######## block 1 ########
## config.mk

```make
export PLATFORM = sky130hd
export DESIGN_NAME = rr_arbiter_flat
export DESIGN_NICKNAME = d
export VERILOG_FILES = /design/src/rtl/rr_arbiter_pkg.sv /design/src/rtl/rr_arbiter_if.sv /design/src/rtl/rr_arbiter_prio_enc_n.sv /design/src/rtl/rr_arbiter.sv /design/src/flat_wrapper.sv
export SDC_FILE = /design/constraint.sdc
export NUM_CORES = 1
export LEC_CHECK = 0
export CAP_MARGIN = 25
export CORE_UTILIZATION = 40
export DETAILED_ROUTE_END_ITERATION = 10
export GPL_TIMING_DRIVEN = 0
export SETUP_SLACK_MARGIN = 0.02
export SLEW_MARGIN = 20
export SYNTH_ARGS = -nofsm -noshare
export SYNTH_HDL_FRONTEND = slang
export SYNTH_HIERARCHICAL = 1
export SYNTH_SLANG_ARGS = --single-unit
```

## constraint.sdc

```tcl
create_clock -name clk -period 3.52 [get_ports clk]
set_input_delay 0.528 -clock clk [delete_from_list [all_inputs] [get_ports clk]]
set_output_delay 0.528 -clock clk [all_outputs]
set_load 0.01 [all_outputs]
```

## src/rtl/rr_arbiter_pkg.sv

```systemverilog
// Shared definitions for the round-robin arbiter slice.
//   clog2      : constant-foldable ceil(log2(n)), returns 0 for n<=1
//   MODE_RR    : mode value selecting rotating priority
//   MODE_FIXED : mode value selecting highest-index-wins priority
//   state_e    : arbiter ownership state
package rr_arbiter_pkg;

  localparam logic MODE_RR    = 1'b0;
  localparam logic MODE_FIXED = 1'b1;

  typedef enum logic {IDLE, GRANTED} state_e;

  function automatic int clog2(input int n);
    int r;
    r = 0;
    for (int i = 0; i < 31; i++)
      if ((1 << i) < n) r = i + 1;
    return r;
  endfunction

endpackage

```

## src/rtl/rr_arbiter_if.sv

```systemverilog
// Request/grant bundle between requesters and the arbiter.
//   enable, mode, req           : driven by the requester side (master)
//   gnt, gnt_idx, gnt_valid     : driven by the arbiter (slave)
interface rr_arbiter_if #(parameter int N = 8);

  localparam int IDX_W = (N > 1) ? rr_arbiter_pkg::clog2(N) : 1;

  logic             enable;
  logic             mode;
  logic [N-1:0]     req;
  logic [N-1:0]     gnt;
  logic [IDX_W-1:0] gnt_idx;
  logic             gnt_valid;

  modport master (output enable, mode, req, input gnt, gnt_idx, gnt_valid);
  modport slave  (input enable, mode, req, output gnt, gnt_idx, gnt_valid);

endinterface

```

## src/rtl/rr_arbiter_prio_enc_n.sv

```systemverilog
// Width-N priority encoder.
//   vec    : input bit vector
//   onehot : single winning bit (zero when vec==0)
//   idx    : binary index of the winner (zero when vec==0)
//   valid  : |vec
// DIR=0 lets the lowest set index win, DIR=1 the highest.
module prio_enc_n #(
  parameter int N     = 8,
  parameter bit DIR   = 1'b0,
  parameter int IDX_W = 3
) (
  input  logic [N-1:0]     vec,
  output logic [N-1:0]     onehot,
  output logic [IDX_W-1:0] idx,
  output logic             valid
);

  // Scan so that the preferred end is visited last and overwrites.
  always_comb begin
    onehot = '0;
    idx    = '0;
    valid  = 1'b0;
    for (int k = 0; k < N; k++) begin
      if (vec[DIR ? k : N-1-k]) begin
        onehot                  = '0;
        onehot[DIR ? k : N-1-k] = 1'b1;
        idx                     = IDX_W'(DIR ? k : N-1-k);
        valid                   = 1'b1;
      end
    end
  end

endmodule

```

## src/rtl/rr_arbiter.sv

```systemverilog
// N-way arbiter with registered one-hot grant, rotating or fixed priority
// and optional grant locking.
//   clk, rst_n : clock (rising edge), asynchronous active-low reset
//   bus        : slave side of rr_arbiter_if (enable/mode/req in,
//                gnt/gnt_idx/gnt_valid out, all outputs registered)
// Owner of a held grant is the registered gnt_idx.
module rr_arbiter
  import rr_arbiter_pkg::*;
#(
  parameter int N    = 8,
  parameter bit LOCK = 1'b0,
  localparam int IDX_W = (N > 1) ? clog2(N) : 1
) (
  input  logic          clk,
  input  logic          rst_n,
  rr_arbiter_if.slave   bus
);

  state_e           state_q, state_d;
  logic [IDX_W-1:0] ptr_q, ptr_d;
  logic [N-1:0]     gnt_q, gnt_d;
  logic [IDX_W-1:0] idx_q, idx_d;
  logic             vld_q, vld_d;

  // Round-robin: lowest set bit at/above ptr, else lowest set bit overall.
  logic [N-1:0]     mask, req_m;
  logic [N-1:0]     m_oh, f_oh, h_oh, arb_oh;
  logic [IDX_W-1:0] m_idx, f_idx, h_idx, arb_idx;
  logic             m_vld, f_vld, h_vld, arb_vld;

  assign mask  = {N{1'b1}} << ptr_q;
  assign req_m = bus.req & mask;

  prio_enc_n #(.N(N), .DIR(1'b0), .IDX_W(IDX_W)) u_enc_masked (
    .vec(req_m), .onehot(m_oh), .idx(m_idx), .valid(m_vld));
  prio_enc_n #(.N(N), .DIR(1'b0), .IDX_W(IDX_W)) u_enc_full (
    .vec(bus.req), .onehot(f_oh), .idx(f_idx), .valid(f_vld));
  prio_enc_n #(.N(N), .DIR(1'b1), .IDX_W(IDX_W)) u_enc_high (
    .vec(bus.req), .onehot(h_oh), .idx(h_idx), .valid(h_vld));

  always_comb begin
    if (bus.mode == MODE_FIXED) begin
      arb_oh = h_oh; arb_idx = h_idx; arb_vld = h_vld;
    end else if (m_vld) begin
      arb_oh = m_oh; arb_idx = m_idx; arb_vld = 1'b1;
    end else begin
      arb_oh = f_oh; arb_idx = f_idx; arb_vld = f_vld;
    end
  end

  always_comb begin
    state_d = state_q;
    ptr_d   = ptr_q;
    gnt_d   = gnt_q;
    idx_d   = idx_q;
    vld_d   = vld_q;
    if (!bus.enable) begin
      state_d = IDLE;
      gnt_d   = '0;
      idx_d   = '0;
      vld_d   = 1'b0;
    end else if (LOCK && state_q == GRANTED && bus.req[idx_q]) begin
      // lock held: other requests are ignored, everything stays put
    end else if (arb_vld) begin
      state_d = GRANTED;
      gnt_d   = arb_oh;
      idx_d   = arb_idx;
      vld_d   = 1'b1;
      if (bus.mode == MODE_RR)
        ptr_d = (arb_idx == IDX_W'(N-1)) ? '0 : arb_idx + 1'b1;
    end else begin
      state_d = IDLE;
      gnt_d   = '0;
      idx_d   = '0;
      vld_d   = 1'b0;
    end
  end

  always_ff @(posedge clk or negedge rst_n) begin
    if (!rst_n) begin
      state_q <= IDLE;
      ptr_q   <= '0;
      gnt_q   <= '0;
      idx_q   <= '0;
      vld_q   <= 1'b0;
    end else begin
      state_q <= state_d;
      ptr_q   <= ptr_d;
      gnt_q   <= gnt_d;
      idx_q   <= idx_d;
      vld_q   <= vld_d;
    end
  end

  assign bus.gnt       = gnt_q;
  assign bus.gnt_idx   = idx_q;
  assign bus.gnt_valid = vld_q;

endmodule
```

## src/flat_wrapper.sv

```systemverilog
// flat-port wrapper written by rule: the top's interface ports become plain ports
module rr_arbiter_flat import rr_arbiter_pkg::*;
#(
  parameter int N    = 8,
  parameter bit LOCK = 1'b0,
  localparam int IDX_W = (N > 1) ? clog2(N) : 1
)
  (clk, rst_n, bus_enable, bus_mode, bus_req, bus_gnt, bus_gnt_idx, bus_gnt_valid);
  rr_arbiter_if #(.N(N)) bus_i ();
  input  logic clk;
  input  logic rst_n;
  input wire logic [$bits(bus_i.enable)-1:0] bus_enable;
  input wire logic [$bits(bus_i.mode)-1:0] bus_mode;
  input wire logic [$bits(bus_i.req)-1:0] bus_req;
  output wire logic [$bits(bus_i.gnt)-1:0] bus_gnt;
  output wire logic [$bits(bus_i.gnt_idx)-1:0] bus_gnt_idx;
  output wire logic [$bits(bus_i.gnt_valid)-1:0] bus_gnt_valid;
  assign bus_i.enable = bus_enable;
  assign bus_i.mode = bus_mode;
  assign bus_i.req = bus_req;
  assign bus_gnt = bus_i.gnt;
  assign bus_gnt_idx = bus_i.gnt_idx;
  assign bus_gnt_valid = bus_i.gnt_valid;
  rr_arbiter #(.N(N), .LOCK(LOCK)) u_core (.clk(clk), .rst_n(rst_n), .bus(bus_i));
endmodule
```

######## block 2 ########
`src/rtl/store_monitor.sv`:
```
// Store monitor: arms on start, matches core stores against an in-order expected-store table
// and reports pass / fail / timeout. Define STORE_MON_RETIRE_EN to enable the retire counter.
module store_monitor #(
   parameter int unsigned ADDR_W  = 32,
   parameter int unsigned DATA_W  = 32,
   parameter int unsigned DEPTH   = 4,
   parameter int unsigned CNT_W   = 32,
   parameter int unsigned TIMEOUT = 100000,
   localparam int unsigned IDX_W  = (DEPTH > 1) ? $clog2(DEPTH) : 1,
   localparam int unsigned LEN_W  = $clog2(DEPTH) + 1
) (
   input  logic              clk,
   input  logic              reset,
   input  logic              tbl_we,
   input  logic [IDX_W-1:0]  tbl_idx,
   input  logic [ADDR_W-1:0] tbl_addr,
   input  logic [DATA_W-1:0] tbl_data,
   input  logic [LEN_W-1:0]  tbl_len,
   input  logic [ADDR_W-1:0] fail_addr,
   input  logic              start,
   input  logic              mem_write,
   input  logic [ADDR_W-1:0] mem_addr,
   input  logic [DATA_W-1:0] mem_wdata,
   input  logic              retire,
   output logic              busy,
   output logic              pass,
   output logic              fail,
   output logic              timeout,
   output logic [LEN_W-1:0]  match_idx,
   output logic [CNT_W-1:0]  cycle_cnt,
   output logic [CNT_W-1:0]  retire_cnt
);

   typedef enum logic [2:0] {
      S_IDLE,
      S_ARMED,
      S_PASS,
      S_FAIL,
      S_TMO
   } state_t;

   typedef struct packed {
      logic [ADDR_W-1:0] addr;
      logic [DATA_W-1:0] data;
   } entry_t;

   entry_t            tbl_q [DEPTH];
   entry_t            tbl_d [DEPTH];
   entry_t            cur_entry;
   state_t            state_q, state_d;
   logic [LEN_W-1:0]  len_q, len_d;
   logic [ADDR_W-1:0] fail_addr_q, fail_addr_d;
   logic [LEN_W-1:0]  match_idx_q, match_idx_d;
   logic [CNT_W-1:0]  cycle_cnt_q, cycle_cnt_d;
   logic [CNT_W-1:0]  retire_cnt_q, retire_cnt_d;
   logic              busy_q, busy_d;
   logic              pass_q, pass_d;
   logic              fail_q, fail_d;
   logic              timeout_q, timeout_d;
   logic              start_ok;
   logic              store_match;

`ifndef STORE_MON_RETIRE_EN
   logic unused_retire;
   assign unused_retire = retire;
`endif

   // Table is frozen while a run is armed so the expected sequence cannot shift under it.
   always_comb begin
      tbl_d = tbl_q;
      if (tbl_we && (state_q != S_ARMED)) begin
         tbl_d[tbl_idx] = '{addr: tbl_addr, data: tbl_data};
      end
   end

   always_comb begin
      state_d      = state_q;
      len_d        = len_q;
      fail_addr_d  = fail_addr_q;
      match_idx_d  = match_idx_q;
      cycle_cnt_d  = cycle_cnt_q;
      retire_cnt_d = retire_cnt_q;

      cur_entry   = tbl_q[match_idx_q[IDX_W-1:0]];
      store_match = mem_write && (mem_addr == cur_entry.addr) && (mem_wdata == cur_entry.data);
      start_ok    = start && (tbl_len != '0) && (tbl_len <= LEN_W'(DEPTH));

      if (state_q == S_ARMED) begin
         if (cycle_cnt_q != '1) begin
            cycle_cnt_d = cycle_cnt_q + CNT_W'(1);
         end
`ifdef STORE_MON_RETIRE_EN
         if (retire && (retire_cnt_q != '1)) begin
            retire_cnt_d = retire_cnt_q + CNT_W'(1);
         end
`endif
         // Priority: in-order match (possibly completing the run) > fail store > timeout.
         if (store_match) begin
            match_idx_d = match_idx_q + LEN_W'(1);
            if (match_idx_d == len_q) begin
               state_d = S_PASS;
            end
         end else if (mem_write && (mem_addr == fail_addr_q)) begin
            state_d = S_FAIL;
         end else if (cycle_cnt_q == CNT_W'(TIMEOUT - 1)) begin
            state_d     = S_TMO;
            cycle_cnt_d = cycle_cnt_q;
         end
      end else if (start_ok) begin
         state_d      = S_ARMED;
         len_d        = tbl_len;
         fail_addr_d  = fail_addr;
         match_idx_d  = '0;
         cycle_cnt_d  = '0;
         retire_cnt_d = '0;
      end

      busy_d    = (state_d == S_ARMED);
      pass_d    = (state_d == S_PASS);
      fail_d    = (state_d == S_FAIL);
      timeout_d = (state_d == S_TMO);
   end

   always_ff @(posedge clk) begin
      if (!reset) begin
         state_q      <= S_IDLE;
         len_q        <= '0;
         fail_addr_q  <= '0;
         match_idx_q  <= '0;
         cycle_cnt_q  <= '0;
         retire_cnt_q <= '0;
         busy_q       <= 1'b0;
         pass_q       <= 1'b0;
         fail_q       <= 1'b0;
         timeout_q    <= 1'b0;
      end else begin
         state_q      <= state_d;
         len_q        <= len_d;
         fail_addr_q  <= fail_addr_d;
         match_idx_q  <= match_idx_d;
         cycle_cnt_q  <= cycle_cnt_d;
         retire_cnt_q <= retire_cnt_d;
         busy_q       <= busy_d;
         pass_q       <= pass_d;
         fail_q       <= fail_d;
         timeout_q    <= timeout_d;
      end
   end

   // Table contents survive reset.
   always_ff @(posedge clk) begin
      tbl_q <= tbl_d;
   end

   assign busy       = busy_q;
   assign pass       = pass_q;
   assign fail       = fail_q;
   assign timeout    = timeout_q;
   assign match_idx  = match_idx_q;
   assign cycle_cnt  = cycle_cnt_q;
   assign retire_cnt = retire_cnt_q;

endmodule

```
`config.mk`:
```
export PLATFORM = sky130hd
export DESIGN_NAME = store_monitor
export DESIGN_NICKNAME = d
export VERILOG_FILES = /design/src/rtl/store_monitor.sv
export SDC_FILE = /design/constraint.sdc
export NUM_CORES = 1
export LEC_CHECK = 0
export CORE_MARGIN = 2
export CORE_UTILIZATION = 48
export CTS_CLUSTER_SIZE = 24
export DETAILED_ROUTE_END_ITERATION = 8
export GPL_TIMING_DRIVEN = 0
export PLACE_DENSITY = 0.76
export SLEW_MARGIN = 15
export SYNTH_ARGS = -nofsm -noshare
export SYNTH_HDL_FRONTEND = slang
export SYNTH_SLANG_ARGS = --single-unit
```
`constraint.sdc`:
```
create_clock -name clk -period 5.8 [get_ports clk]
set_input_delay 1.16 -clock clk [delete_from_list [all_inputs] [get_ports clk]]
set_output_delay 1.16 -clock clk [all_outputs]
set_load 0.005 [all_outputs]
```
### The metal 2 layer, block 1

Cells faint in the background.
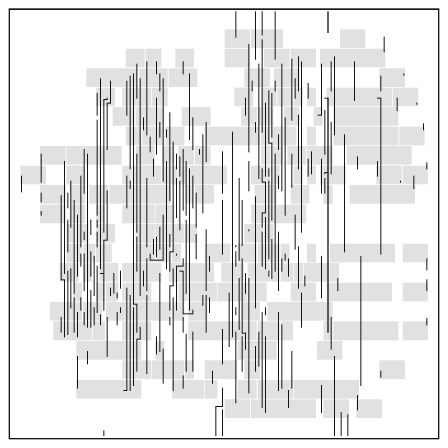
main direction = vertical
longest straight run = 32.6 um
share of all routed wire = 49%

==> highlights.md, block 1 <==
## Clock network
- **number of CTS-inserted buffers** 3
- **CTS root buf** sky130_fd_sc_hd__clkbuf_4
- **clock tree from TritonCTS** built

## Timing
- **max_slew headroom** 56.83%
- **clock skew after layout** 0.01192 ns
- **Setup Total Neg Slack** 0 ns

## Finish
- **diodes inserted** 0
- **tally of filler cells in the layout** 297
- **final cell count without fillers** 211

## Outcome
- **status** complete, no violations

## Power
- **power per cell area** 464.0 mW/mm2
- **share of power burned in combinational logic** 53.9%
- **sequential cell fraction of total power** 33.8%
- **internal power consumption** 0.4721 mW
- **clock power share** 12.3%
- **power in the clock group** 0.0961 mW

## Worst setup path
- **CP max FO** 9
- **Worst EP required** 3.69 ns
- **start-to-end type of the worst setup path** input port to register

## Route
- **met1 layer wirelength in the final routing** 1449 um
- **detailed-route DRC error count** 0

## Synthesis
- **number of synthesized flops with an enable pin** 0

==> block 1: state kept, by name, indices dropped and copies added, names as in the netlist <==
name	cells
u_core/bus.gnt_valid	1
u_core/ptr_q	3
u_core/bus.gnt_idx	3
u_core/bus.gnt	8
==> block 1: layout make-up <==
cell class	instances	area, um2	share of cell area, %
tap	44	55.05	3.267
sequential	15	375.4	22.27
inverter	6	22.52	1.336
clock buffer	4	26.28	1.559
multi-input combinational	111	917.1	54.42
timing repair buffer	24	237.7	14.11
buffer	7	51.30	3.044
### Congestion heat map, block 2

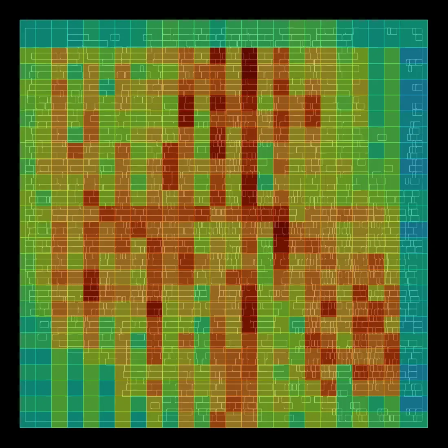
overall fraction of global-route tracks in use: 23.97%
fin util: 62.64%
met3 layer usage reported by global route: 5.056%
Global Route met1 Usage: 30.92%

==> highlights.md, block 2 <==
## Finish
- **multi-input gate share of the layout cell area** 26.11%
- **Layout clock area frac** 5.870%
- **multi-input gates** 648
- **most area-hungry cell class in the final design** registers
- **count of flip-flops and latches** 333
- **Nets** 1507
- **Comb area** 0.004847 mm2
- **Final Instance Area** 0.01857 mm2
- **most frequently placed logic cell in the final layout** sky130_fd_sc_hd__edfxtp_1
- **Area growth, synth to finish** 28.30%
- **Flop area** 0.009229 mm2

## Route
- **met1 layer wirelength in the final routing** 14380 um
- **WL/cell** 21.43 um
- **number of search-and-repair iterations in the first detailed-routing pass** 5

## Outcome
- **status** complete, no violations

## Worst setup path
- **Worst EP required** 6.20 ns
- **slowest stage delay, CP** 0.63 ns
- **stages on the worst setup path** 12
- **worst flop-to-flop path endpoint** timeout$_SDFF_PN0_
- **timing endpoint of the critical path** timeout$_SDFF_PN0_
- **cell class contributing the biggest share of worst-path delay** simple AND/OR/NAND/NOR gates

## Synthesis
- **sequential area share after synthesis** 63.77%
- **list of most frequent post-synthesis cells** sky130_fd_sc_hd__edfxtp_1, sky130_fd_sc_hd__nand2_1, sky130_fd_sc_hd__dfxtp_1
- **average footprint of a synthesized cell** 13.89 um2
- **summed instance area of the synthesized netlist** 0.01447 mm2
- **top cells by area in the synthesized netlist** sky130_fd_sc_hd__edfxtp_1, sky130_fd_sc_hd__dfxtp_1, sky130_fd_sc_hd__mux4_2
- **prevailing logic family in the synthesized netlist** multiplexers
- **number of storage elements in the synthesis netlist** 333
- **fraction of the mapped netlist area in adder cells** 0.1729%
- **synthesized-area fraction occupied by ao, oa, aoi and oai cells** 6.312%
- **count leader, synth** sky130_fd_sc_hd__edfxtp_1

## Power
- **overall power consumption** 5.284 mW

## Clock network
- **clock insertion delay at the later pin of the skew report** 0.53 ns
- **H-tree depth reported by CTS** 2
- **number of CTS-inserted buffers** 37

## Global route
- **gr ovfl total** 0
- **maximum number of pins on one net before global-route repair** 24
- **vias in the first global route** 9638

## Timing
- **clock skew after layout** 0.01840 ns
- **count of final hold-check violations** 0
- **final period demand of the worst path** 4.251 ns
- **FMAX** 235.2 MHz
- **final-layout worst hold slack** 0.4656 ns

## Placement
- **HPWL after detailed placement** 27660 um

## Die
- **die outline width** 177.6 um

## block 2: kinds of logic (layout without fill, tap and decap cells)
family,after synthesis,count (layout)
compound gates,150,150
xor+xnor,87,87
fa+ha+maj,2,2
buf+inv,92,381
flops,333,333
mux,97,97
other cells,1,36
simple gates,280,280
## block 2: tightest hold or removal path, cell delays in order (launching register included)
cell and delay, ns:
sky130_fd_sc_hd__dfxtp_1 0.31, sky130_fd_sc_hd__nand2_1 0.05, sky130_fd_sc_hd__a21oi_1 0.05

######## block 3 ########
### Sequential cells grouped by signal name, block 3

Other sequential cells in the stronger grey, the rest of the logic in the fainter grey.
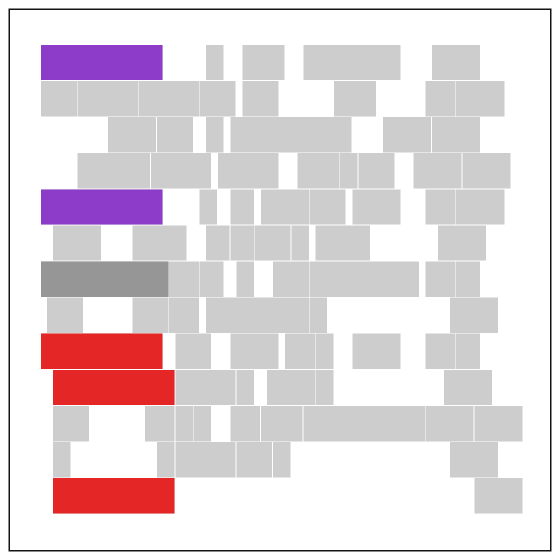

==> src/rtl/arb2_4bits_pkg.sv <==
// Shared arbiter constants: state encodings and the default burst limit.
package arb2_4bits_pkg;

   localparam int unsigned MAX_BURST_DEF = 4;

   localparam logic [1:0] ST_IDLE = 2'b00;
   localparam logic [1:0] ST_OWN0 = 2'b01;
   localparam logic [1:0] ST_OWN1 = 2'b10;

   function automatic logic [1:0] own_state(input logic who);
      return who ? ST_OWN1 : ST_OWN0;
   endfunction

endpackage

==> src/rtl/mx2_4bits.sv <==
// 4-bit 2:1 multiplexer: y = b when s is high, else a.
module mx2_4bits (
   input  logic [3:0] a,
   input  logic [3:0] b,
   input  logic       s,
   output logic [3:0] y
);

   assign y = s ? b : a;

endmodule

==> src/rtl/arb2_4bits.sv <==
// Two-requester burst-limited arbiter with a shared 4-bit data channel.
module arb2_4bits
   import arb2_4bits_pkg::*;
#(
   parameter int unsigned MAX_BURST = MAX_BURST_DEF
) (
   input  logic       clk,
   input  logic       reset_n,
   input  logic       req0,
   input  logic       req1,
   input  logic [3:0] d0,
   input  logic [3:0] d1,
   output logic       gnt0,
   output logic       gnt1,
   output logic       valid,
   output logic [3:0] y
);

   localparam logic [2:0] MAX_CNT = 3'(MAX_BURST);

   logic [1:0] state, next_state;
   logic [2:0] cnt, next_cnt;
   logic       last, next_last;
   logic       winner, holder, mine, other;
   logic [3:0] mux_y;

   always_comb begin
      next_state = state;
      next_cnt   = cnt;
      next_last  = last;
      winner     = 1'b0;
      holder     = (state == ST_OWN1);
      mine       = holder ? req1 : req0;
      other      = holder ? req0 : req1;
      case (state)
         ST_IDLE: begin
            if (req0 || req1) begin
               // on a tie the requester that did not own last time wins
               winner     = (req0 && req1) ? ~last : req1;
               next_state = own_state(winner);
               next_cnt   = 3'd1;
               next_last  = winner;
            end
         end
         ST_OWN0, ST_OWN1: begin
            if (!mine || (cnt == MAX_CNT && other)) begin
               if (other) begin
                  next_state = own_state(~holder);
                  next_cnt   = 3'd1;
                  next_last  = ~holder;
               end else begin
                  next_state = ST_IDLE;
                  next_cnt   = 3'd0;
               end
            end else if (cnt == MAX_CNT) begin
               next_cnt = 3'd1;
            end else begin
               next_cnt = cnt + 3'd1;
            end
         end
         default: begin
            next_state = ST_IDLE;
            next_cnt   = 3'd0;
         end
      endcase
   end

   always_ff @(posedge clk or negedge reset_n) begin
      if (!reset_n) begin
         state <= ST_IDLE;
         cnt   <= 3'd0;
         last  <= 1'b1;
      end else begin
         state <= next_state;
         cnt   <= next_cnt;
         last  <= next_last;
      end
   end

   assign gnt0  = (state == ST_OWN0);
   assign gnt1  = (state == ST_OWN1);
   assign valid = gnt0 | gnt1;

   mx2_4bits u_mux (
      .a (d0),
      .b (d1),
      .s (gnt1),
      .y (mux_y)
   );

   assign y = mux_y & {4{valid}};

endmodule

==> config.mk <==
export PLATFORM = sky130hd
export DESIGN_NAME = arb2_4bits
export DESIGN_NICKNAME = d
export VERILOG_FILES = /design/src/rtl/arb2_4bits_pkg.sv /design/src/rtl/mx2_4bits.sv /design/src/rtl/arb2_4bits.sv
export SDC_FILE = /design/constraint.sdc
export NUM_CORES = 1
export LEC_CHECK = 0
export ABC_AREA = 0
export CAP_MARGIN = 10
export CORE_MARGIN = 2
export CORE_UTILIZATION = 44
export CTS_CLUSTER_DIAMETER = 60
export CTS_CLUSTER_SIZE = 14
export DETAILED_ROUTE_END_ITERATION = 7
export PLACE_DENSITY = 0.77
export SLEW_MARGIN = 20
export SYNTH_ARGS = -nofsm -noshare
export SYNTH_HDL_FRONTEND = slang
export SYNTH_SLANG_ARGS = --single-unit
==> constraint.sdc <==
create_clock -name clk -period 1.91 [get_ports clk]
set_input_delay 0.382 -clock clk [delete_from_list [all_inputs] [get_ports clk]]
set_output_delay 0.382 -clock clk [all_outputs]
set_load 0.01 [all_outputs]
######## block 4 ########
==> config.mk <==
export PLATFORM = sky130hd
export DESIGN_NAME = obi_rr_arbiter
export DESIGN_NICKNAME = d
export VERILOG_FILES = /design/src/rtl/obi_rr_arbiter.sv
export SDC_FILE = /design/constraint.sdc
export NUM_CORES = 1
export LEC_CHECK = 0
export CAP_MARGIN = 20
export CORE_AREA = 2 2 173 175
export CTS_CLUSTER_SIZE = 40
export DETAILED_ROUTE_END_ITERATION = 10
export DIE_AREA = 0 0 175 177
export PLACE_DENSITY = 0.43
export SYNTH_ARGS = -nofsm -noshare
export SYNTH_HDL_FRONTEND = slang
export SYNTH_SLANG_ARGS = --single-unit
==> constraint.sdc <==
create_clock -name clk_i -period 2.85 [get_ports clk_i]
set_input_delay 0.285 -clock clk_i [delete_from_list [all_inputs] [get_ports clk_i]]
set_output_delay 0.285 -clock clk_i [all_outputs]
set_load 0.01 [all_outputs]
==> src/rtl/obi_rr_arbiter.sv <==
// N-to-1 OBI arbiter: round-robin A channel with a grant lock,
// in-order R-channel routing through an index FIFO.
module obi_rr_arbiter #(
    parameter int unsigned NumSbrPorts = 4,
    parameter int unsigned NumMaxTrans = 4,
    parameter int unsigned AddrWidth   = 32,
    parameter int unsigned DataWidth   = 32,
    parameter int unsigned IdWidth     = 2
) (
    input  logic                               clk_i,
    input  logic                               rst_i,
    input  logic [NumSbrPorts-1:0]             sbr_req_i,
    output logic [NumSbrPorts-1:0]             sbr_gnt_o,
    input  logic [NumSbrPorts*AddrWidth-1:0]   sbr_addr_i,
    input  logic [NumSbrPorts-1:0]             sbr_we_i,
    input  logic [NumSbrPorts*DataWidth/8-1:0] sbr_be_i,
    input  logic [NumSbrPorts*DataWidth-1:0]   sbr_wdata_i,
    input  logic [NumSbrPorts*IdWidth-1:0]     sbr_aid_i,
    output logic [NumSbrPorts-1:0]             sbr_rvalid_o,
    output logic [DataWidth-1:0]               sbr_rdata_o,
    output logic                               sbr_err_o,
    output logic [IdWidth-1:0]                 sbr_rid_o,
    output logic                               mgr_req_o,
    input  logic                               mgr_gnt_i,
    output logic [AddrWidth-1:0]               mgr_addr_o,
    output logic                               mgr_we_o,
    output logic [DataWidth/8-1:0]             mgr_be_o,
    output logic [DataWidth-1:0]               mgr_wdata_o,
    output logic [IdWidth-1:0]                 mgr_aid_o,
    input  logic                               mgr_rvalid_i,
    input  logic [DataWidth-1:0]               mgr_rdata_i,
    input  logic                               mgr_err_i,
    input  logic [IdWidth-1:0]                 mgr_rid_i,
    output logic                               busy_o,
    output logic                               rsp_unexp_o
);

    localparam int unsigned IdxW = (NumSbrPorts > 1) ? $clog2(NumSbrPorts) : 1;
    localparam int unsigned PtrW = (NumMaxTrans > 1) ? $clog2(NumMaxTrans) : 1;
    localparam int unsigned CntW = $clog2(NumMaxTrans + 1);
    localparam int unsigned BeW  = DataWidth / 8;

    typedef enum logic {IDLE, LOCKED} state_e;

    state_e          state_q, state_d;
    logic [IdxW-1:0] rr_ptr_q, rr_ptr_d;
    logic [IdxW-1:0] lock_idx_q, lock_idx_d;
    logic [IdxW-1:0] fifo_q [NumMaxTrans];
    logic [PtrW-1:0] wr_ptr_q, rd_ptr_q;
    logic [CntW-1:0] count_q;
    logic            rsp_unexp_q;

    logic [IdxW-1:0] rr_win, winner;
    logic            rr_any, req_sel, full, hs, pop;
    int unsigned     cand;

    function automatic logic [PtrW-1:0] ptr_inc(input logic [PtrW-1:0] p);
        return (p == PtrW'(NumMaxTrans - 1)) ? '0 : p + 1'b1;
    endfunction

    // Lowest offset from rr_ptr wins; iterate downward so it is assigned last.
    always_comb begin
        rr_win = rr_ptr_q;
        rr_any = 1'b0;
        cand   = 0;
        for (int i = NumSbrPorts - 1; i >= 0; i--) begin
            cand = 32'(rr_ptr_q) + 32'(i);
            if (cand >= NumSbrPorts) cand = cand - NumSbrPorts;
            if (sbr_req_i[cand[IdxW-1:0]]) begin
                rr_win = cand[IdxW-1:0];
                rr_any = 1'b1;
            end
        end
    end

    always_comb begin
        winner    = (state_q == LOCKED) ? lock_idx_q : rr_win;
        req_sel   = (state_q == LOCKED) ? sbr_req_i[lock_idx_q] : rr_any;
        full      = (count_q == CntW'(NumMaxTrans));
        mgr_req_o = req_sel && !full;
        hs        = mgr_req_o && mgr_gnt_i;
        pop       = mgr_rvalid_i && (count_q != '0);
    end

    always_comb begin
        mgr_addr_o  = '0;
        mgr_we_o    = 1'b0;
        mgr_be_o    = '0;
        mgr_wdata_o = '0;
        mgr_aid_o   = '0;
        if (mgr_req_o) begin
            mgr_addr_o  = sbr_addr_i[winner*AddrWidth +: AddrWidth];
            mgr_we_o    = sbr_we_i[winner];
            mgr_be_o    = sbr_be_i[winner*BeW +: BeW];
            mgr_wdata_o = sbr_wdata_i[winner*DataWidth +: DataWidth];
            mgr_aid_o   = sbr_aid_i[winner*IdWidth +: IdWidth];
        end
    end

    always_comb begin
        sbr_gnt_o    = '0;
        sbr_rvalid_o = '0;
        if (hs) sbr_gnt_o[winner] = 1'b1;
        if (pop) sbr_rvalid_o[fifo_q[rd_ptr_q]] = 1'b1;
    end

    assign sbr_rdata_o = mgr_rdata_i;
    assign sbr_err_o   = mgr_err_i;
    assign sbr_rid_o   = mgr_rid_i;
    assign busy_o      = (count_q != '0);
    assign rsp_unexp_o = rsp_unexp_q;

    always_comb begin
        state_d    = state_q;
        lock_idx_d = lock_idx_q;
        rr_ptr_d   = rr_ptr_q;
        case (state_q)
            IDLE: begin
                if (mgr_req_o && !mgr_gnt_i) begin
                    state_d    = LOCKED;
                    lock_idx_d = rr_win;
                end
            end
            LOCKED: begin
                if (hs) state_d = IDLE;
            end
            default: state_d = IDLE;
        endcase
        if (hs) begin
            rr_ptr_d = (winner == IdxW'(NumSbrPorts - 1)) ? '0 : winner + 1'b1;
        end
    end

    always_ff @(posedge clk_i) begin
        if (rst_i) begin
            state_q     <= IDLE;
            rr_ptr_q    <= '0;
            lock_idx_q  <= '0;
            wr_ptr_q    <= '0;
            rd_ptr_q    <= '0;
            count_q     <= '0;
            rsp_unexp_q <= 1'b0;
        end else begin
            state_q    <= state_d;
            rr_ptr_q   <= rr_ptr_d;
            lock_idx_q <= lock_idx_d;
            if (hs) wr_ptr_q <= ptr_inc(wr_ptr_q);
            if (pop) rd_ptr_q <= ptr_inc(rd_ptr_q);
            if (hs && !pop) count_q <= count_q + 1'b1;
            else if (!hs && pop) count_q <= count_q - 1'b1;
            if (mgr_rvalid_i && (count_q == '0)) rsp_unexp_q <= 1'b1;
        end
    end

    // Index storage needs no reset; validity is tracked by the pointers.
    always_ff @(posedge clk_i) begin
        if (hs) fifo_q[wr_ptr_q] <= winner;
    end

endmodule

######## block 5 ########
$ cat src/rtl/mbgd_pkg.sv
// Shared defaults and arithmetic helpers for the mini-batch gradient accumulator.
package mbgd_pkg;

  localparam int unsigned DW_DEF         = 8;
  localparam int unsigned N_DEF          = 8;
  localparam int unsigned N_BIT_DEF      = 3;
  localparam int unsigned BATCH_BITS_DEF = 4;
  localparam int unsigned OUT_W_DEF      = 8;
  localparam int unsigned SH_W_DEF       = 5;

  // Product width plus tree growth plus headroom for a full mini-batch.
  function automatic int unsigned acc_w(input int unsigned dw, input int unsigned n_bit,
                                        input int unsigned batch_bits);
    return 2 * dw + 1 + n_bit + batch_bits;
  endfunction

  // Arithmetic right shift with round-half-toward-+inf; 64 bits leaves room for the bias.
  function automatic logic signed [63:0] round_shift(input logic signed [63:0] t,
                                                     input int unsigned sh);
    logic signed [63:0] r;
    r = t;
    if (sh != 0) r = t + (64'sd1 <<< (sh - 1));
    return r >>> sh;
  endfunction

  // True when q does not fit an ow-bit two's-complement word.
  function automatic logic sat_check(input logic signed [63:0] q, input int unsigned ow);
    logic signed [63:0] hi;
    hi = (64'sd1 <<< (ow - 1)) - 64'sd1;
    return (q > hi) || (q < -(hi + 64'sd1));
  endfunction

endpackage

$ cat src/rtl/mbgd_lane_tree.sv
// Stages S1-S3: lane differences, lane products, and the lane sum, all gated by advance.
module mbgd_lane_tree
  import mbgd_pkg::*;
#(
  parameter int unsigned DW    = DW_DEF,
  parameter int unsigned N     = N_DEF,
  parameter int unsigned N_BIT = N_BIT_DEF
) (
  input  logic                      clk,
  input  logic                      resetn,
  input  logic                      advance,
  input  logic                      in_valid,
  input  logic                      in_last,
  input  logic [DW*N-1:0]           x_col,
  input  logic [DW*N-1:0]           h,
  input  logic [DW*N-1:0]           y,
  output logic                      s_valid,
  output logic                      s_last,
  output logic signed [2*DW+N_BIT:0] s
);

  localparam int unsigned PW = 2 * DW + 1;
  localparam int unsigned SW = PW + N_BIT;

  logic [DW-1:0]        x1 [N];
  logic signed [DW:0]   d1 [N];
  logic signed [PW-1:0] p2 [N];
  logic                 v1, l1, v2, l2;
  logic signed [SW-1:0] sum_c;

  // S1: capture x and h-y per lane
  always_ff @(posedge clk or negedge resetn) begin
    if (!resetn) begin
      v1 <= 1'b0;
      l1 <= 1'b0;
      for (int unsigned i = 0; i < N; i++) begin
        x1[i] <= '0;
        d1[i] <= '0;
      end
    end else if (advance) begin
      v1 <= in_valid;
      l1 <= in_last;
      for (int unsigned i = 0; i < N; i++) begin
        x1[i] <= x_col[DW*i +: DW];
        d1[i] <= $signed({1'b0, h[DW*i +: DW]}) - $signed({1'b0, y[DW*i +: DW]});
      end
    end
  end

  // S2: x is non-negative, so |x*d| < 2^(2*DW) and the product fits PW bits
  always_ff @(posedge clk or negedge resetn) begin
    if (!resetn) begin
      v2 <= 1'b0;
      l2 <= 1'b0;
      for (int unsigned i = 0; i < N; i++) p2[i] <= '0;
    end else if (advance) begin
      v2 <= v1;
      l2 <= l1;
      for (int unsigned i = 0; i < N; i++)
        p2[i] <= PW'($signed({1'b0, x1[i]})) * PW'(d1[i]);
    end
  end

  always_comb begin
    sum_c = '0;
    for (int unsigned i = 0; i < N; i++) sum_c = sum_c + SW'(p2[i]);
  end

  // S3: register the sign-extended lane sum
  always_ff @(posedge clk or negedge resetn) begin
    if (!resetn) begin
      s_valid <= 1'b0;
      s_last  <= 1'b0;
      s       <= '0;
    end else if (advance) begin
      s_valid <= v2;
      s_last  <= l2;
      s       <= sum_c;
    end
  end

endmodule

$ cat src/rtl/mbgd_grad_accum.sv
// Mini-batch gradient accumulator: lane tree, batch accumulator, scaling/saturation, handshake.
module mbgd_grad_accum
  import mbgd_pkg::*;
#(
  parameter int unsigned DW         = DW_DEF,
  parameter int unsigned N          = N_DEF,
  parameter int unsigned N_BIT      = N_BIT_DEF,
  parameter int unsigned BATCH_BITS = BATCH_BITS_DEF,
  parameter int unsigned OUT_W      = OUT_W_DEF,
  parameter int unsigned SH_W       = SH_W_DEF
) (
  input  logic                    clk,
  input  logic                    resetn,
  input  logic                    enable,
  input  logic                    in_valid,
  output logic                    in_ready,
  input  logic                    in_last,
  input  logic [DW*N-1:0]         x_col,
  input  logic [DW*N-1:0]         h,
  input  logic [DW*N-1:0]         y,
  input  logic [SH_W-1:0]         shift,
  output logic                    out_valid,
  input  logic                    out_ready,
  output logic signed [OUT_W-1:0] g,
  output logic                    g_sat,
  output logic                    ovf
);

  localparam int unsigned ACC_W = acc_w(DW, N_BIT, BATCH_BITS);
  localparam int unsigned SW    = 2 * DW + 1 + N_BIT;
  localparam int unsigned CW    = BATCH_BITS + 1;
  localparam logic [OUT_W-1:0] G_MIN = {1'b1, {(OUT_W - 1){1'b0}}};
  localparam logic [OUT_W-1:0] G_MAX = ~G_MIN;

  logic                    advance;
  logic                    s_valid, s_last;
  logic signed [SW-1:0]    s;
  logic signed [ACC_W-1:0] acc, t;
  logic signed [63:0]      q;
  logic                    sat;
  logic [CW-1:0]           cnt;

  // The whole pipeline moves only when the output slot can take a result.
  assign advance  = enable & ~(out_valid & ~out_ready);
  assign in_ready = advance;

  mbgd_lane_tree #(.DW(DW), .N(N), .N_BIT(N_BIT)) u_tree (
    .clk     (clk),
    .resetn  (resetn),
    .advance (advance),
    .in_valid(in_valid),
    .in_last (in_last),
    .x_col   (x_col),
    .h       (h),
    .y       (y),
    .s_valid (s_valid),
    .s_last  (s_last),
    .s       (s)
  );

  assign t   = acc + ACC_W'(s);
  assign q   = round_shift(64'(t), 32'(shift));
  assign sat = sat_check(q, OUT_W);

  // Beat counter saturates at 2^BATCH_BITS so any further beat in the batch flags ovf.
  always_ff @(posedge clk or negedge resetn) begin
    if (!resetn) begin
      cnt <= '0;
      ovf <= 1'b0;
    end else if (advance && in_valid) begin
      if (cnt[BATCH_BITS]) ovf <= 1'b1;
      if (in_last) cnt <= '0;
      else if (!cnt[BATCH_BITS]) cnt <= cnt + CW'(1);
    end
  end

  // S4: accumulate, and on the last beat emit the scaled, clamped result
  always_ff @(posedge clk or negedge resetn) begin
    if (!resetn) begin
      acc       <= '0;
      out_valid <= 1'b0;
      g         <= '0;
      g_sat     <= 1'b0;
    end else if (advance) begin
      if (s_valid) acc <= s_last ? '0 : t;
      out_valid <= s_valid & s_last;
      if (s_valid && s_last) begin
        g     <= sat ? (q[63] ? G_MIN : G_MAX) : q[OUT_W-1:0];
        g_sat <= sat;
      end
    end
  end

endmodule

$ cat config.mk
export PLATFORM = sky130hd
export DESIGN_NAME = mbgd_grad_accum
export DESIGN_NICKNAME = d
export VERILOG_FILES = /design/src/rtl/mbgd_pkg.sv /design/src/rtl/mbgd_lane_tree.sv /design/src/rtl/mbgd_grad_accum.sv
export SDC_FILE = /design/constraint.sdc
export NUM_CORES = 2
export LEC_CHECK = 0
export CAP_MARGIN = 5
export CORE_ASPECT_RATIO = 1.5
export CORE_UTILIZATION = 60
export DETAILED_ROUTE_END_ITERATION = 16
export GPL_TIMING_DRIVEN = 0
export PLACE_DENSITY_LB_ADDON = 0.05
export SYNTH_ARGS = -nofsm -noshare
export SYNTH_HDL_FRONTEND = slang
export SYNTH_SLANG_ARGS = --single-unit
$ cat constraint.sdc
create_clock -name clk -period 8.45 [get_ports clk]
set_input_delay 0.845 -clock clk [delete_from_list [all_inputs] [get_ports clk]]
set_output_delay 0.845 -clock clk [all_outputs]
set_load 0.01 [all_outputs]
### The metal 2 layer, block 5

Cells faint in the background.
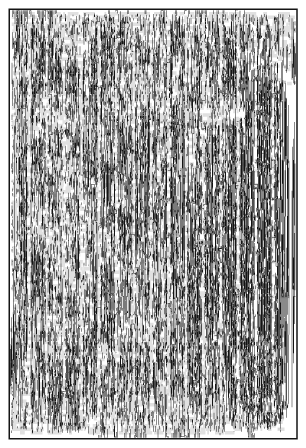
longest straight run = 169 um
wire length on this layer = 69.2 mm
share of all routed wire = 51%

### Congestion heat map, block 5

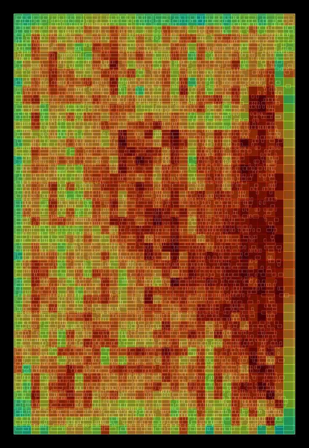
WL/cell: 21.34 um
overall fraction of global-route tracks in use: 37.64%

==> highlights.md, block 5 <==
## Outcome
- **status** complete, no violations

## Worst setup path
- **cell class contributing the biggest share of worst-path delay** AND-OR/OR-AND gates
- **start-to-end type of the worst setup path** input port to register
- **endpoint type of the worst setup path** register
- **Worst EP required** 8.88 ns

## Clock network
- **hold-fix buffers at CTS** 0
- **clock insertion delay at the later pin of the skew report** 0.60 ns
- **H-tree depth reported by CTS** 2

## Synthesis
- **nets in the synthesized netlist** 6294
- **Yosys warning count** 0

## Route
- **Starting DRT DRC Count** 1963

## Placement
- **number of placed instances with taps included** 6239

## Finish
- **# clk buffers** 44
- **multi-input gate share of the layout cell area** 65.45%

## Die
- **die outline width** 222.9 um

## block 5: flip-flops by register name, summed over array words and instances (netlist names), 5 cells and up
name       cells
acc           24
cnt            5
g              8
u_tree.d1     72
u_tree.p2    136
u_tree.s      20
u_tree.x1     64
## block 5: metal layers
metal	share of wire, %	GRT usage (%)
met5	0	0
met4	9.4	29.01
met3	4.8	5.682
met2	51	67.81
met1	34	39.11
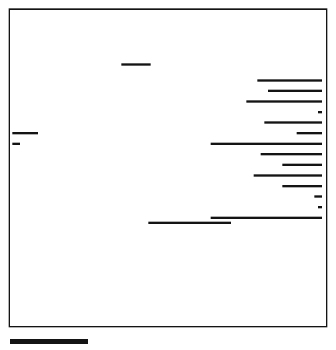
*Signal wires on met3, block 3*
The bar under the picture is 10 um long.
main direction = horizontal
wire length on this layer = 107 um
routed via count: 520
met3 layer usage reported by global route: 4.348%
Post-Route WL: 1226 um

### Logic cells by family, block 3

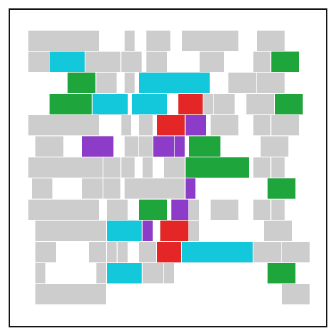
red -> non-inverting ao/oa cells  # cells 4
purple -> nand cells  # cells 7, where middle
green -> mux cells  # cells 9
cyan -> fa/ha/maj cells  # cells 7
final cell count without fillers: 103
multi-input gate share of the layout cell area: 48.51%
most frequently placed logic cell in the final layout: sky130_fd_sc_hd__clkdlybuf4s50_1

About 'Sequential cells grouped by signal name' of block 3:
purple -> `state`  # flops 2
red -> `cnt`  # flops 3
not coloured = 1

==> highlights.md, block 3 <==
## Clock network
- **clock tree from TritonCTS** built
- **clock insertion delay at the later pin of the skew report** 0.24 ns
- **count of clock tree sinks** 6

## Die
- **die extent in y** 40.68 um
- **row cnt** 13
- **Core Box Area** 0.001285 mm2

## Timing
- **Slew @ Worst Pin** 0.2490 ns
- **Slew Limit Fails** 0
- **final critical-path share of the clock period** 96.39%
- **max_slew headroom** 83.35%

## Synthesis
- **Multiplexer share** 18.39%
- **cell accounting for the most synthesized area** sky130_fd_sc_hd__dfrtp_1
- **most common flop cell mapped by yosys** sky130_fd_sc_hd__dfrtp_1
- **top cells by area in the synthesized netlist** sky130_fd_sc_hd__dfrtp_1, sky130_fd_sc_hd__ha_1, sky130_fd_sc_hd__mux2i_1
- **summed instance area of the synthesized netlist** 591.8 um2
- **Yosys warning count** 0
- **average footprint of a synthesized cell** 9.702 um2

## Worst setup path
- **start-to-end type of the worst setup path** register to output pin
- **Worst EP required** 1.53 ns
- **category of the worst setup path launch point** register
- **Register-to-Register Setup Slack** 0.20 ns
- **stages on the worst setup path** 5
- **Critical Path Slowest Stage Cell** sky130_fd_sc_hd__dfrtp_1
- **endpoint type of the worst setup path** output pin
- **timing endpoint of the critical path** y[1]

## Placement
- **Cell Area, Placed** 825.8 um2

## Route
- **WL/cell** 11.90 um
- **post-detailed-route via-to-cell ratio** 5.049
- **detailed-route DRC error count** 0

## Outcome
- **status** complete, no violations

## Finish
- **diodes inserted** 0
- **Flop area** 151.4 um2
- **Data buffer area share** 26.67%
- **Final Instance Area** 882.1 um2
- **Non-Clock Inverter Count** 6

## Global route
- **fraction of met2 tracks used by global routing** 31.75%
- **wire length of the first global-routing pass** 1856 um
- **vias in the first global route** 469

## Run
- **tool warnings** 32

-- block 3: timing repair --
item,CTS,global route
hold endpoints to repair,0,0
setup buffers,1,1
hold buffers,0,0
resized,10,9
setup endpoints to repair,6,5
-- block 3: metrics by stage --
stage	setup TNS, ns	setup WS [ns]	instances
final	0	0.06888	103
after global routing	0	0.001138	103
after CTS	-0.008731	-0.008731	102
after detailed placement	-0.08955	-0.03278	97
after global placement	-0.0008785	-0.0008785	97
after floorplan	0	0.1432	61
-- block 3: layer usage --
layer	wire, um	up-vias
met2	605	18
met5	0	-
met1	493	231
met3	106	2
met4	20	0
li1	-	269
### Logic cells by family, block 4

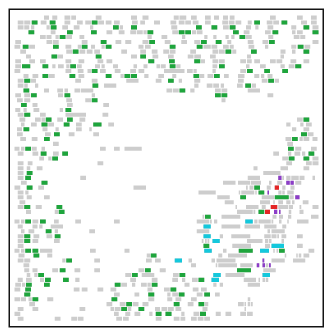
green -> mux cells  # cells 152, where widely spread
red -> non-inverting ao/oa cells  # cells 3
cyan -> fa/ha/maj cells  # cells 11
purple -> nand cells  # cells 11
multi-input gate share of the layout cell area: 32.41%
final cell count without fillers: 1158
most frequently placed logic cell in the final layout: sky130_fd_sc_hd__clkdlybuf4s50_1

### Signal wires on met3, block 4

The bar under the picture is 50 um long.
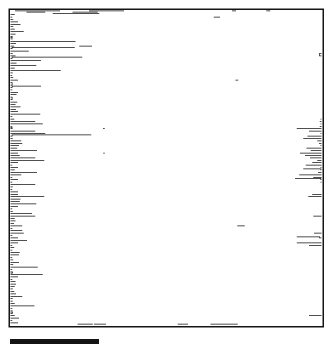
share of all routed wire = 5.3%
longest straight run = 44.2 um
wire length on this layer = 1130 um
Post-Route WL: 21560 um
routed via count: 4445

==> highlights.md, block 4 <==
## Finish
- **diodes inserted** 2
- **Non-Clock Inverter Count** 7
- **# clk buffers** 4
- **Layout clock area frac** 0.9766%
- **count of flip-flops and latches** 23
- **most numerous logic cells after layout** sky130_fd_sc_hd__clkdlybuf4s50_1, sky130_fd_sc_hd__mux2i_1, sky130_fd_sc_hd__o22ai_1, sky130_fd_sc_hd__dlygate4sd2_1, sky130_fd_sc_hd__buf_4

## Worst setup path
- **worst flop-to-flop path endpoint** count_q[2]$_SDFFE_PP0P_
- **arrival time of the worst setup path** 2.46 ns
- **category of the worst setup path launch point** input port
- **Critical Path Slowest Stage Cell** sky130_fd_sc_hd__o41ai_4

## Outcome
- **status** complete, no violations

## Clock network
- **CTS root buf** sky130_fd_sc_hd__clkbuf_16
- **cell resize tally after clock tree synthesis** 95

## Die
- **I/O pins** 444

## Synthesis
- **Yosys warning count** 0
- **share of synthesized registers carrying an async set or reset** 0%

## Route
- **post-detailed-route via-to-cell ratio** 3.839
- **post-detailed-route count of antenna-violating nets** 0

## Worst hold path
- **hold worst-path end** rsp_unexp_o$_SDFFE_PP0P_

## Placement
- **worst-case setup slack after placement** -0.5484 ns

## Timing
- **clock skew after layout** 0.002198 ns

block 4: layer usage:
metal / GRT usage, % / routed length (um)
met5: 0 / 0
met4: 2.917 / 356
met3: 2.341 / 1131
met2: 24.18 / 11590
met1: 15.27 / 8476
block 4: logic make-up (layout without fill, tap and decap cells):
logic type	count (synthesis)	in the layout
muxes	152	152
AOI/OAI and AO/OA	88	88
buffers and inverters	75	439
and+or+nand+nor	51	51
DFF	23	23
adders and majority gates	11	11
xor gates and xnor gates	2	2
other	0	2


==> gallery <==
Signal wires on met3.
image #1
The bar under the picture is 20 um long.
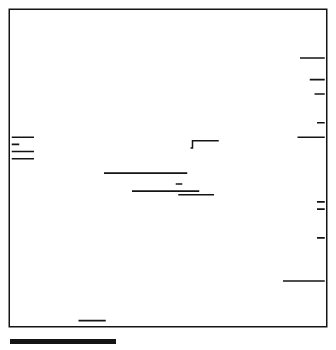
image #2
The bar under the picture is 50 um long.
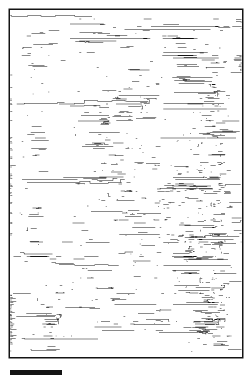
image #3
The bar under the picture is 50 um long.
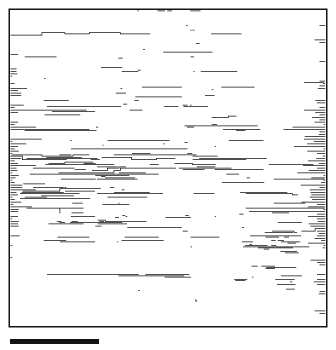
| picture | from |
|---|---|
| image #2 | block 5 |
| image #3 | block 2 |
| image #1 | block 1 |
Of these, largest die: image #2
Of these, smallest die: image #1

Power and IR drop assume default switching activity.
